# predicate_init_sequencer

File: src/rtl/predicate_pkg.sv
// Shared sizing constants and the FSM state type for the predicate-file init sequencer.
// No logic lives here; widths derived from these constants are computed where they are used.
package predicate_pkg;

    localparam int NUM_LANES    = 16;
    localparam int NUM_REGS     = 16;
    localparam int NUM_WARPS    = 8;
    localparam int STARVE_LIMIT = 4;
    localparam int STARVE_W     = 3;

    typedef enum logic [1:0] {
        ST_IDLE  = 2'd0,
        ST_CLEAR = 2'd1,
        ST_DONE  = 2'd2
    } init_state_e;

endpackage

File: src/rtl/predicate_init_sequencer.sv
// Clears one warp's predicate file (reg 0 <= mask, others <= 0), sharing the write port with the pipeline.
// pr_* outputs are registered (1-cycle latency); the pipeline wins arbitration except for same-warp writes and starvation relief.
module predicate_init_sequencer
    import predicate_pkg::*;
#(
    parameter int NUM_LANES = predicate_pkg::NUM_LANES,
    parameter int NUM_REGS  = predicate_pkg::NUM_REGS,
    parameter int NUM_WARPS = predicate_pkg::NUM_WARPS
) (
    input  logic                          clk,
    input  logic                          rst,
    input  logic                          init_req,
    input  logic [$clog2(NUM_WARPS)-1:0]  init_warp,
    input  logic [NUM_LANES-1:0]          init_mask,
    output logic                          init_ack,
    output logic                          init_done,
    output logic                          busy,
    input  logic                          pipe_wr_valid,
    input  logic [$clog2(NUM_WARPS)-1:0]  pipe_wr_warp,
    input  logic [$clog2(NUM_REGS)-1:0]   pipe_wr_addr,
    input  logic [NUM_LANES-1:0]          pipe_wr_en,
    input  logic [NUM_LANES-1:0]          pipe_wr_data,
    output logic                          pipe_wr_ready,
    output logic [NUM_LANES-1:0]          pr_write_en,
    output logic [$clog2(NUM_REGS)-1:0]   pr_waddr,
    output logic [NUM_LANES-1:0]          pr_wdata,
    output logic [$clog2(NUM_WARPS)-1:0]  pr_warp_sel
);

    localparam int AW = $clog2(NUM_REGS);
    localparam int WW = $clog2(NUM_WARPS);

    init_state_e           state_q, state_d;
    logic [AW-1:0]         addr_q, addr_d;
    logic [STARVE_W-1:0]   starve_q, starve_d;
    logic [WW-1:0]         warp_q, warp_d;
    logic [NUM_LANES-1:0]  mask_q, mask_d;
    logic [NUM_LANES-1:0]  pr_write_en_q, pr_write_en_d;
    logic [AW-1:0]         pr_waddr_q, pr_waddr_d;
    logic [NUM_LANES-1:0]  pr_wdata_q, pr_wdata_d;
    logic [WW-1:0]         pr_warp_sel_q, pr_warp_sel_d;

    logic conflict;
    logic starve_force;
    logic pipe_grant;
    logic seq_grant;
    logic last_addr;

    always_ff @(posedge clk or posedge rst) begin
        if (rst) begin
            state_q <= ST_IDLE;
        end else begin
            state_q <= state_d;
        end
    end

    always_ff @(posedge clk or posedge rst) begin
        if (rst) begin
            addr_q        <= '0;
            starve_q      <= '0;
            warp_q        <= '0;
            mask_q        <= '0;
            pr_write_en_q <= '0;
            pr_waddr_q    <= '0;
            pr_wdata_q    <= '0;
            pr_warp_sel_q <= '0;
        end else begin
            addr_q        <= addr_d;
            starve_q      <= starve_d;
            warp_q        <= warp_d;
            mask_q        <= mask_d;
            pr_write_en_q <= pr_write_en_d;
            pr_waddr_q    <= pr_waddr_d;
            pr_wdata_q    <= pr_wdata_d;
            pr_warp_sel_q <= pr_warp_sel_d;
        end
    end

    // Arbitration: a same-warp pipeline write must wait until the whole file is rebuilt.
    always_comb begin
        busy          = (state_q != ST_IDLE);
        init_done     = (state_q == ST_DONE);
        init_ack      = init_req && (state_q == ST_IDLE);
        conflict      = busy && (pipe_wr_warp == warp_q);
        starve_force  = (state_q == ST_CLEAR) && (starve_q == STARVE_W'(STARVE_LIMIT));
        pipe_wr_ready = !conflict && !starve_force;
        pipe_grant    = pipe_wr_valid && pipe_wr_ready;
        seq_grant     = (state_q == ST_CLEAR) && !pipe_grant;
        last_addr     = (addr_q == AW'(NUM_REGS - 1));
    end

    always_comb begin
        state_d = state_q;
        case (state_q)
            ST_IDLE:  if (init_req) state_d = ST_CLEAR;
            ST_CLEAR: if (seq_grant && last_addr) state_d = ST_DONE;
            ST_DONE:  state_d = ST_IDLE;
            default:  state_d = ST_IDLE;
        endcase
    end

    always_comb begin
        addr_d   = addr_q;
        starve_d = starve_q;
        warp_d   = warp_q;
        mask_d   = mask_q;
        if (init_ack) begin
            addr_d   = '0;
            starve_d = '0;
            warp_d   = init_warp;
            mask_d   = init_mask;
        end else if (seq_grant) begin
            addr_d   = addr_q + AW'(1);
            starve_d = '0;
        end else if ((state_q == ST_CLEAR) && pipe_grant) begin
            starve_d = starve_q + STARVE_W'(1);
        end else if (state_q != ST_CLEAR) begin
            starve_d = '0;
        end
    end

    always_comb begin
        pr_write_en_d = '0;
        pr_waddr_d    = '0;
        pr_wdata_d    = '0;
        pr_warp_sel_d = '0;
        if (pipe_grant) begin
            pr_write_en_d = pipe_wr_en;
            pr_waddr_d    = pipe_wr_addr;
            pr_wdata_d    = pipe_wr_data;
            pr_warp_sel_d = pipe_wr_warp;
        end else if (seq_grant) begin
            pr_write_en_d = '1;
            pr_waddr_d    = addr_q;
            pr_wdata_d    = (addr_q == '0) ? mask_q : '0;
            pr_warp_sel_d = warp_q;
        end
    end

    assign pr_write_en = pr_write_en_q;
    assign pr_waddr    = pr_waddr_q;
    assign pr_wdata    = pr_wdata_q;
    assign pr_warp_sel = pr_warp_sel_q;

endmodule

File: config.mk
export PLATFORM = sky130hd
export DESIGN_NAME = predicate_init_sequencer
export DESIGN_NICKNAME = d
export VERILOG_FILES = /design/src/rtl/predicate_pkg.sv /design/src/rtl/predicate_init_sequencer.sv
export SDC_FILE = /design/constraint.sdc
export NUM_CORES = 1
export LEC_CHECK = 0
export CORE_MARGIN = 1.5
export CORE_UTILIZATION = 26
export DETAILED_ROUTE_END_ITERATION = 6
export HOLD_SLACK_MARGIN = 0.15
export PLACE_DENSITY = 0.55
export SYNTH_ARGS = -nofsm -noshare
export SYNTH_HDL_FRONTEND = slang
export SYNTH_SLANG_ARGS = --single-unit
export TNS_END_PERCENT = 50
File: constraint.sdc
create_clock -name clk -period 3.9 [get_ports clk]
set_input_delay 0.78 -clock clk [delete_from_list [all_inputs] [get_ports clk]]
set_output_delay 0.78 -clock clk [all_outputs]
set_load 0.02 [all_outputs]
==> predicate_init_sequencer/clock_wires.png <==
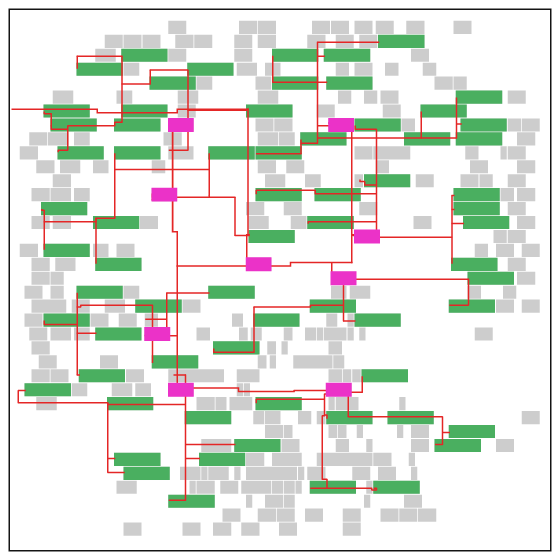
[clock wires] red | length: 988 um
[flip-flops] green | count: 67
[clock-net drivers] magenta | count: 9
flops lie: widely spread
routed clock nets: 10
Worst-Skew Late Latency: 0.33 ns
power share of the clock group: 0.215

==> predicate_init_sequencer/layers.png <==
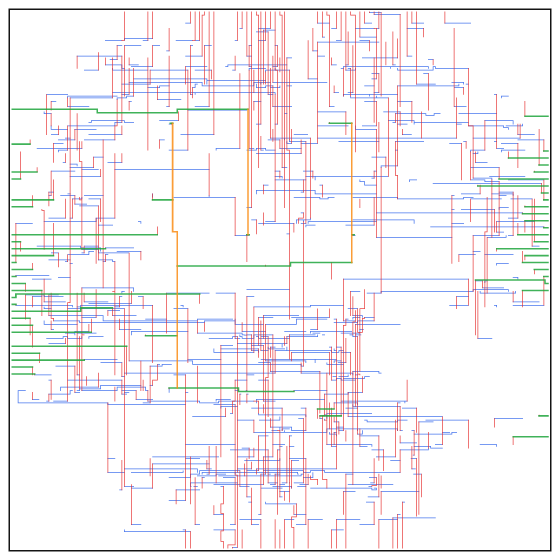
| layer | colour | wire length |
|---|---|---|
| M4 | orange | 104 um |
| M1 | blue | 2720 um |
| M3 | green | 469 um |
| M2 | red | 2990 um |
Wirelength per Cell: 14.1 um
Total GRT Usage: 0.122
Routed WL: 6.29 mm
Vias: 1922

==> changes_impl.md <==
### Implementation results

- Outcome: finished, final reports clean
- Filler cells: 980
- Crit start category: input port
- Total of max-cap violations: 0
- CP bufs+invs: 2
- CP Class: input port to primary output
- Area growth syn-to-layout: 51.9%
- Setup Skew: 0.00568 ns
- Crit-path cells: clkdlybuf4s50_1, xnor2_2, nand4_1, and2_1, clkdlybuf4s50_1
- Placeable Area: 10200 um2
- Reg2Reg Launch Point: state_q[0]$_DFFE_PP0P_
- Initial antenna violation count: 0
- Slew Viols, Final: 0
- CTS Root Buffer Type: clkbuf_8
- Synth Seq Share: 0.615
- Crit path capture: pipe_wr_ready
- Via-to-Cell Ratio: 4.30
- Area after DPL: 3910 um2
- Port Buffer Count: 104
- I/O pin total: 105
- Combinational share of power: 0.411
- Crit-path max FO: 3
- Hold Path Origin: starve_q[0]$_DFFE_PP0P_
## cell families (layout without fill, tap and decap cells)
logic type / Yosys count / in the layout / share of synthesized area
multiplexers: 27 / 27 / 0.108
adder cells (fa/ha/maj): 4 / 4 / 0.0184
buffers and inverters: 21 / 135 / 0.0404
XOR/XNOR: 4 / 4 / 0.0211
AND-OR/OR-AND: 41 / 41 / 0.123
AND/OR/NAND/NOR: 33 / 33 / 0.0734
flip-flops: 67 / 67 / 0.615
## power groups by stage
stage | registers [mW] | clock network, mW | logic [mW]
floorplan | 1.32 | 0 | 0.555
CTS | 1.13 | 0.681 | 1.27
finish | 1.13 | 0.650 | 1.24
global placement | 1.14 | 0 | 1.24
global route | 1.17 | 0.715 | 1.35
detailed placement | 1.15 | 0 | 1.26
## final cells by class
class                           instances  area, um2  share of cell area
Tap cell                              136        170              0.0411
Sequential cell                        67       1680               0.405
Timing Repair Buffer                  107       1080               0.260
Clock inverter                          6       88.8              0.0215
Multi-Input combinational cell        109        946               0.228
Inverter                               12       45.0              0.0109
Clock buffer                           10        138              0.0332

# program_sequencer

<file path="config.mk">
export PLATFORM = sky130hd
export DESIGN_NAME = program_sequencer
export DESIGN_NICKNAME = d
export VERILOG_FILES = /design/src/rtl/nibbler_pkg.sv /design/src/rtl/nibbler_pc.sv /design/src/rtl/program_sequencer.sv
export SDC_FILE = /design/constraint.sdc
export NUM_CORES = 1
export LEC_CHECK = 0
export CORE_ASPECT_RATIO = 1.5
export CORE_MARGIN = 1
export CORE_UTILIZATION = 44
export CTS_CLUSTER_SIZE = 25
export DETAILED_ROUTE_END_ITERATION = 8
export GPL_TIMING_DRIVEN = 0
export PLACE_DENSITY = 0.8
export SLEW_MARGIN = 25
export SYNTH_ARGS = -nofsm -noshare
export SYNTH_HDL_FRONTEND = slang
export SYNTH_SLANG_ARGS = --single-unit
</file>
<file path="constraint.sdc">
create_clock -name clk -period 1.59 [get_ports clk]
set_input_delay 0.159 -clock clk [delete_from_list [all_inputs] [get_ports clk]]
set_output_delay 0.159 -clock clk [all_outputs]
set_load 0.01 [all_outputs]
</file>
<file path="src/rtl/nibbler_pkg.sv">
// Shared types and default sizes for the Nibbler instruction-supply path.
package nibbler_pkg;

  localparam int NIB_ADDR_W  = 12;  // program counter / ROM address width
  localparam int NIB_DATA_W  = 8;   // ROM word: {instr[3:0], operand[3:0]}
  localparam int NIB_TIMEOUT = 15;  // max rom_req cycles without rom_valid

  typedef enum logic [2:0] {
    IDLE,
    REQ,
    FETCH,
    EXEC,
    HALT,
    FAULT
  } seq_state_t;

endpackage : nibbler_pkg

</file>
<file path="src/rtl/nibbler_pc.sv">
// Program counter register: synchronous clear, load for jumps, and an
// increment that wraps modulo 2**W. It holds when neither load nor inc is set.
module nibbler_pc
  import nibbler_pkg::*;
#(
  parameter int W = NIB_ADDR_W
) (
  input  logic         clk,
  input  logic         clear,
  input  logic         load,
  input  logic [W-1:0] load_addr,
  input  logic         inc,
  output logic [W-1:0] pc
);

  // PC update: clear wins, then load, then increment; otherwise hold.
  always_ff @(posedge clk) begin
    // NOTE: sequential state uses non-blocking assignments so every register
    // samples its inputs from before the edge, independent of statement order.
    if (clear) begin
      pc <= '0;
    end else if (load) begin
      pc <= load_addr;
    end else if (inc) begin
      pc <= pc + 1'b1;  // the carry out of the top bit is dropped, so 4095 wraps to 0
    end
  end

endmodule : nibbler_pc

</file>
<file path="src/rtl/program_sequencer.sv">
// Instruction-supply side of the Nibbler fetch interface. It reads one ROM byte
// per instruction through a req/valid handshake and presents it on programByte
// with a single-cycle phase strobe. It then opens an EXEC slot, where the core
// can jump or halt. A ROM that never answers puts the block into FAULT.
module program_sequencer
  import nibbler_pkg::*;
#(
  parameter int ADDR_W  = NIB_ADDR_W,
  parameter int DATA_W  = NIB_DATA_W,
  parameter int TIMEOUT = NIB_TIMEOUT
) (
  input  logic              clk,
  input  logic              reset,
  output logic              rom_req,
  output logic [ADDR_W-1:0] rom_addr,
  input  logic [DATA_W-1:0] rom_data,
  input  logic              rom_valid,
  output logic [DATA_W-1:0] programByte,
  output logic              phase,
  input  logic              jump_en,
  input  logic [ADDR_W-1:0] jump_addr,
  input  logic              halt,
  output logic [ADDR_W-1:0] pc,
  output logic              halted,
  output logic              fault
);

  localparam int CNT_W = $clog2(TIMEOUT + 1);
  // Count value seen in the last allowed REQ cycle: TIMEOUT cycles in REQ in total.
  localparam logic [CNT_W-1:0] TMO_LAST = CNT_W'(TIMEOUT - 1);

  seq_state_t       state;
  logic [CNT_W-1:0] tmo_cnt;
  logic             exec_go;
  logic             pc_load;
  logic             pc_inc;

  // The PC moves only in EXEC, and only if the core is not halting.
  // A halt takes priority over a jump, and a jump takes priority over the increment.
  assign exec_go = (state == EXEC) && !halt;
  assign pc_load = exec_go && jump_en;
  assign pc_inc  = exec_go && !jump_en;

  nibbler_pc #(
    .W (ADDR_W)
  ) u_pc (
    .clk       (clk),
    .clear     (reset),
    .load      (pc_load),
    .load_addr (jump_addr),
    .inc       (pc_inc),
    .pc        (pc)
  );

  // The PC register is frozen for the whole REQ state, so it doubles as the stable ROM address.
  assign rom_addr = pc;

  // Sequencer FSM with registered handshake, strobe and sticky status outputs.
  always_ff @(posedge clk) begin
    if (reset) begin
      state       <= IDLE;
      rom_req     <= 1'b0;
      programByte <= '0;
      phase       <= 1'b0;
      halted      <= 1'b0;
      fault       <= 1'b0;
      tmo_cnt     <= '0;
    end else begin
      // NOTE: registers not assigned on a given path simply hold; inside
      // always_ff that is a flop enable, not an inferred latch.
      case (state)
        IDLE: begin
          rom_req <= 1'b1;
          tmo_cnt <= '0;
          state   <= REQ;
        end

        REQ: begin
          if (rom_valid && rom_req) begin
            programByte <= rom_data;
            rom_req     <= 1'b0;
            phase       <= 1'b1;
            state       <= FETCH;
          end else if (tmo_cnt == TMO_LAST) begin
            rom_req <= 1'b0;
            fault   <= 1'b1;
            state   <= FAULT;
          end else begin
            tmo_cnt <= tmo_cnt + 1'b1;
          end
        end

        FETCH: begin
          // phase was raised on entry; it drops after exactly one cycle.
          phase <= 1'b0;
          state <= EXEC;
        end

        EXEC: begin
          if (halt) begin
            halted <= 1'b1;
            state  <= HALT;
          end else begin
            // The PC updates on this same edge, so the next request uses the new address.
            rom_req <= 1'b1;
            tmo_cnt <= '0;
            state   <= REQ;
          end
        end

        // HALT and FAULT are terminal: all outputs hold until reset.
        default: begin
          state <= state;
        end
      endcase
    end
  end

endmodule : program_sequencer

</file>
==> program_sequencer/floorplan.png <==
The bar under the picture is 20 um long. Pins as bars on the die edge. Tap cells in grey.
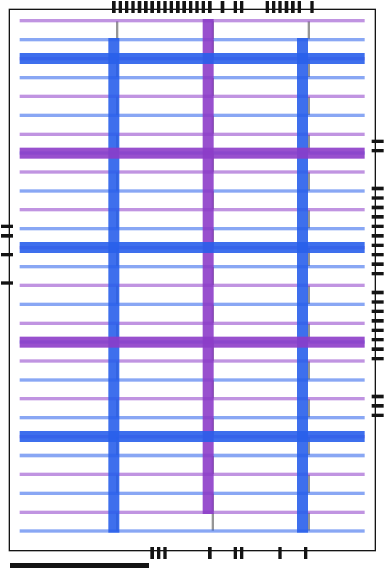
| net | colour |
|---|---|
| VSS | blue |
| VDD | purple |
signal pins: 61
tap cells: 43
met5 straps: 5
rows: 27
Die Y: 77.7 um
Placeable Area: 3650 um2

==> program_sequencer/class_map.png <==
The bar under the picture is 20 um long.
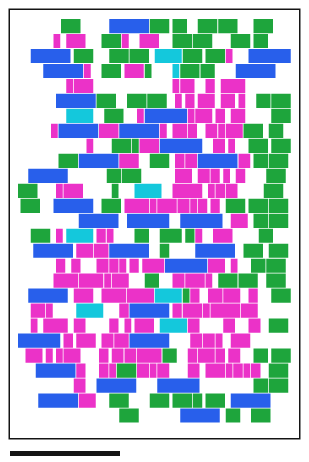
| class | colour | cells |
|---|---|---|
| clock drivers and dummy loads | cyan | 8 |
| remaining buffers and delay cells | green | 82 |
| remaining logic cells | magenta | 139 |
| registers | blue | 31 |
FP Rows: 27
design area: 2450 um2
Finished Core Util: 0.671
flop share of the area: 0.258

==> changes_impl.md <==
### Implementation results

- Clock Pin Slew Worst Setup and Hold Paths: 0.07 ns
- Crit-path cells: buf_4, clkdlybuf4s50_1
- Reg2Reg Launch Point: u_pc.pc[5]$_SDFFE_PP0P_
- Synth Area in Compound Gates: 0.225
- Tcrit/Tclk final: 0.962
- Count of library flops with an enable pin: 0
- Outcome: finished, final reports clean
- Adder share: 0.0223
- Synth Seq Share: 0.369
- Initial antenna violation count: 0
- Tool warnings: 27
- Distinct lib cells: 55
- CP bufs+invs: 2
- # hold bufs at CTS: 0
- Top cell excl fill/tap: clkdlybuf4s50_1
- Yosys cell count: 193
- Clk. pwr: 677 uW
- Crit path required time: 1.43 ns
- Leakage: 0.899 nW
- Setup violations, final: 0
- Setup WS pre-CTS: -0.0614 ns
- N_diodes: 0
- Vias in the first global route: 1586
- Synth Area per Inst: 8.71 um2
- Detailed placer's ending HPWL: 3.12 mm
-- cell type report --
| cell class | count | area (um2) | area share |
|---|---|---|---|
| Multi-Input combinational cell | 132 | 896 | 0.366 |
| Buffer | 23 | 154 | 0.0629 |
| Inverter | 7 | 26.3 | 0.0107 |
| Sequential cell | 31 | 631 | 0.258 |
| Tap cell | 43 | 53.8 | 0.0220 |
| Clock buffer | 8 | 100 | 0.0409 |
| Timing Repair Buffer | 59 | 588 | 0.240 |
-- synthesized netlist by cell type (all sizes together) (2+ instances only) --
master,number,share of area
a22o,2,0.010
nor2,21,0.047
ha,3,0.022
o211a,2,0.012
o31ai,3,0.013
a211oi,3,0.019
or3,3,0.011
a22oi,3,0.013
clkbuf,3,0.0067
nand3,6,0.018
o41ai,2,0.010
and3,4,0.015
inv,7,0.016
buf,20,0.085
a21oi,12,0.038
or2,2,0.0074
a31oi,5,0.019
dfxtp,31,0.37
o21ai,10,0.030
nand4,4,0.015
mux2i,10,0.060
nor3,3,0.012
nand2b,2,0.0089
nand2,11,0.025
-- what timing repair did --
action	in CTS	in global routing
endpoints found under the setup margin	1	11
gates resized	1	11
buffers inserted	0	1
pin swaps	0	0

# cache_victim_ctrl

### src/rtl/cache_victim_ctrl.sv
// Per-set way selection and miss sequencing: picks a hit or victim way, runs the optional
// writeback and the fill over a req/resp memory handshake, then issues one PLRU update.
module cache_victim_ctrl #(
  parameter int unsigned WAYS  = 8,
  parameter int unsigned CNT_W = 16,
  localparam int unsigned IDX_W = $clog2(WAYS)
) (
  input  logic             clk,
  input  logic             rst,
  input  logic             cpu_req,
  input  logic             cpu_write,
  input  logic [WAYS-1:0]  hit,
  input  logic [WAYS-1:0]  valid,
  input  logic [WAYS-1:0]  dirty,
  input  logic [IDX_W-1:0] lru_idx,
  output logic             load,
  output logic [IDX_W-1:0] mru_idx,
  output logic [IDX_W-1:0] way_sel,
  output logic             way_we,
  output logic             set_dirty,
  output logic             mem_read,
  output logic             mem_write,
  input  logic             mem_resp,
  output logic             cpu_resp,
  output logic [CNT_W-1:0] miss_cnt,
  output logic [CNT_W-1:0] wb_cnt
);

  typedef enum logic [1:0] {StIdle, StWb, StFill, StDone} state_e;

  state_e             state_q, state_d;
  logic [IDX_W-1:0]   way_q, way_d;
  logic               fill_q, fill_d;
  logic               cpu_write_q, cpu_write_d;
  logic [CNT_W-1:0]   miss_cnt_q, miss_cnt_d;
  logic [CNT_W-1:0]   wb_cnt_q, wb_cnt_d;

  logic [IDX_W-1:0]   hit_idx;
  logic [IDX_W-1:0]   inv_idx;
  logic               any_inv;
  logic [IDX_W-1:0]   victim;
  logic               victim_dirty;

  // Descending scan so the lowest set index is the one left standing.
  always_comb begin
    hit_idx = '0;
    inv_idx = '0;
    any_inv = 1'b0;
    for (int i = WAYS - 1; i >= 0; i--) begin
      if (hit[i]) begin
        hit_idx = IDX_W'(i);
      end
      if (!valid[i]) begin
        inv_idx = IDX_W'(i);
        any_inv = 1'b1;
      end
    end
  end

  assign victim       = any_inv ? inv_idx : lru_idx;
  assign victim_dirty = valid[victim] & dirty[victim];

  always_comb begin
    state_d     = state_q;
    way_d       = way_q;
    fill_d      = fill_q;
    cpu_write_d = cpu_write_q;
    miss_cnt_d  = miss_cnt_q;
    wb_cnt_d    = wb_cnt_q;
    unique case (state_q)
      StIdle: begin
        if (cpu_req) begin
          cpu_write_d = cpu_write;
          if (|hit) begin
            way_d   = hit_idx;
            state_d = StDone;
          end else begin
            way_d      = victim;
            miss_cnt_d = miss_cnt_q + CNT_W'(1);
            state_d    = victim_dirty ? StWb : StFill;
          end
        end
      end
      StWb: begin
        if (mem_resp) begin
          wb_cnt_d = wb_cnt_q + CNT_W'(1);
          state_d  = StFill;
        end
      end
      StFill: begin
        if (mem_resp) begin
          fill_d  = 1'b1;
          state_d = StDone;
        end
      end
      StDone: begin
        fill_d  = 1'b0;
        state_d = StIdle;
      end
      default: state_d = StIdle;
    endcase
  end

  always_ff @(posedge clk) begin
    if (rst) begin
      state_q     <= StIdle;
      way_q       <= '0;
      fill_q      <= 1'b0;
      cpu_write_q <= 1'b0;
      miss_cnt_q  <= '0;
      wb_cnt_q    <= '0;
    end else begin
      state_q     <= state_d;
      way_q       <= way_d;
      fill_q      <= fill_d;
      cpu_write_q <= cpu_write_d;
      miss_cnt_q  <= miss_cnt_d;
      wb_cnt_q    <= wb_cnt_d;
    end
  end

  // Every output decodes from registered state only.
  assign cpu_resp  = (state_q == StDone);
  assign load      = (state_q == StDone);
  assign mru_idx   = (state_q == StDone) ? way_q : '0;
  assign way_sel   = (state_q == StIdle) ? '0 : way_q;
  assign way_we    = (state_q == StDone) & fill_q;
  assign set_dirty = (state_q == StDone) & cpu_write_q;
  assign mem_write = (state_q == StWb);
  assign mem_read  = (state_q == StFill);
  assign miss_cnt  = miss_cnt_q;
  assign wb_cnt    = wb_cnt_q;

endmodule

### config.mk
export PLATFORM = sky130hd
export DESIGN_NAME = cache_victim_ctrl
export DESIGN_NICKNAME = d
export VERILOG_FILES = /design/src/rtl/cache_victim_ctrl.sv
export SDC_FILE = /design/constraint.sdc
export NUM_CORES = 1
export LEC_CHECK = 0
export ABC_CLOCK_PERIOD_IN_PS = 2290
export CORE_MARGIN = 4
export CORE_UTILIZATION = 45
export CTS_CLUSTER_DIAMETER = 60
export DETAILED_ROUTE_END_ITERATION = 7
export PLACE_DENSITY = 0.81
export SLEW_MARGIN = 20
export SYNTH_ARGS = -nofsm -noshare
export SYNTH_HDL_FRONTEND = slang
export SYNTH_SLANG_ARGS = --single-unit
### constraint.sdc
create_clock -name clk -period 2.29 [get_ports clk]
set_clock_uncertainty 0.2 [all_clocks]
set_input_delay 0.3435 -clock clk [delete_from_list [all_inputs] [get_ports clk]]
set_output_delay 0.3435 -clock clk [all_outputs]
set_load 0.1 [all_outputs]
==> changes_impl.md <==
### Implementation results

- WHS Endpoint: cpu_write_q$_SDFFE_PP0P_
- N_taps: 52
- Adder share: 0.0360
- I/O pin total: 76
- # hold bufs at CTS: 0
- Outcome: finished, final reports clean
- Power Density: 699 nW/um2
- Flop count: 39
- Top pwr grp: combinational cells
- Switching part of the total: 0.354
- 1st-pass router iterations: 4
- Largest cells by area: dfxtp_1, xor2_1, nor2_1, nand2_1, a21oi_1
- Initial antenna violation count: 0
- CTS Root Buffer Type: clkbuf_8
- ANT nets after route: 0
## cell usage after synthesis (2+ instances only)
cell and instances:
nand2b_1 2, nand3_1 14, and4_1 2, mux2i_1 2
xor2_1 19, inv_1 8, o21ai_0 8, clkbuf_1 5
nor3_1 4, ha_1 6, nor4_2 2, and3_1 6
dfxtp_1 39, xnor2_1 6, or3_1 5, nor2_1 37
and2_1 6, a21oi_1 16, nor2b_1 3, o32ai_1 2
o21bai_1 2, nand4_1 9, nand2_1 23
## through the flow
stage                      util  cell area, um2  setup TNS, ns  hold slack, ns  worst slack, ns
after floorplan               -            2100          -5.20           0.232           -0.433
after global placement    0.713            3150         -0.925           0.240           -0.309
after detailed placement  0.713            3150          -1.18           0.249           -0.387
after CTS                 0.745            3290              0           0.260          0.00344
after global routing      0.749            3310              0           0.286           0.0448
final                     0.749            3310              0           0.256            0.140
## worst register-to-register path: stages (launching register included)
cell and delay, ns:
dfxtp_1 0.36, inv_1 0.09, ha_1 0.17, nand2_1 0.09
and4b_1 0.35, nand3b_2 0.15, or3_1 0.36, a21oi_1 0.14
==> cache_victim_ctrl/layers.png <==
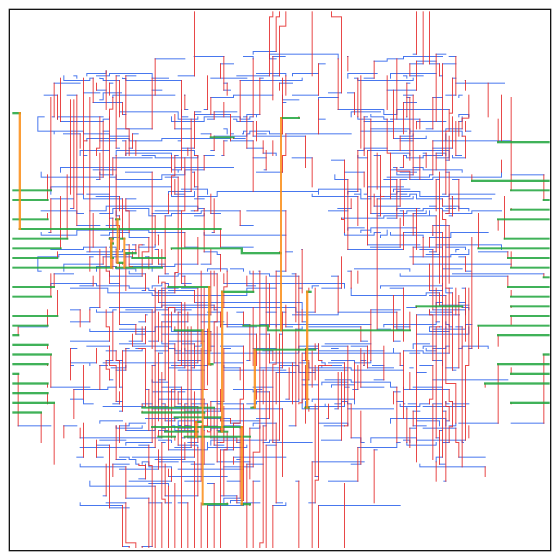
| layer | colour | wire length |
|---|---|---|
| M1 | blue | 2520 um |
| M4 | orange | 153 um |
| M2 | red | 2730 um |
| M3 | green | 419 um |
Vias: 2212
Routed WL: 5.83 mm

==> cache_victim_ctrl/floorplan.png <==
The bar under the picture is 20 um long. Pins as bars on the die edge. Tap cells in grey.
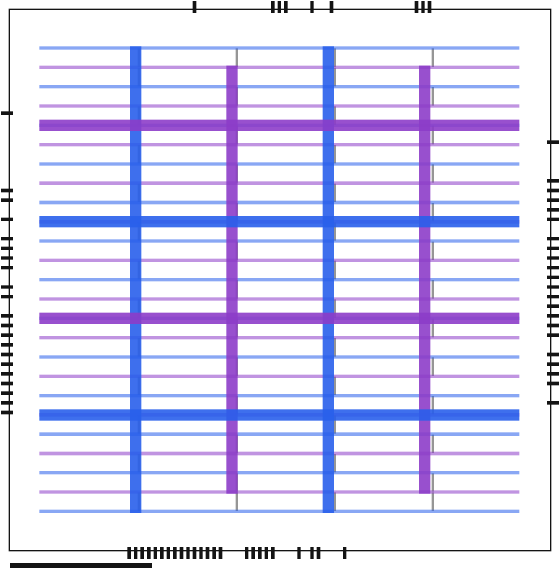
| net | colour |
|---|---|
| VSS | blue |
| VDD | purple |
met5 straps: 4
met4 straps: 4
rows: 24
die width: 76.1 um
Die Y: 76.1 um
maximum VDD drop: 0.373 mV
Placeable Area: 4410 um2

==> cache_victim_ctrl/congestion_map.png <==
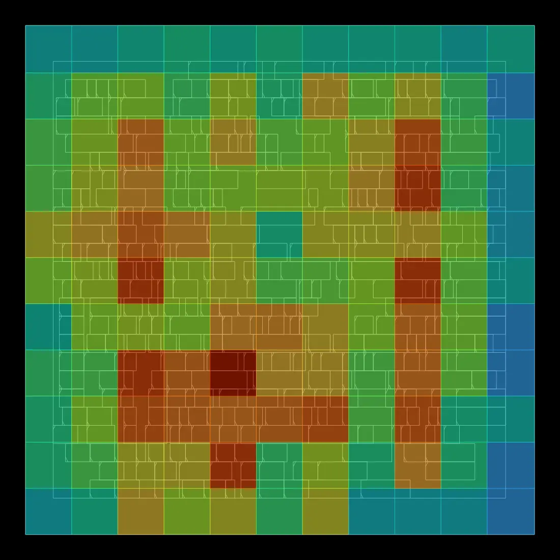
met2 GRT Util: 0.323
busiest grt layer: met2


Power is estimated from default activity; no workload was simulated.
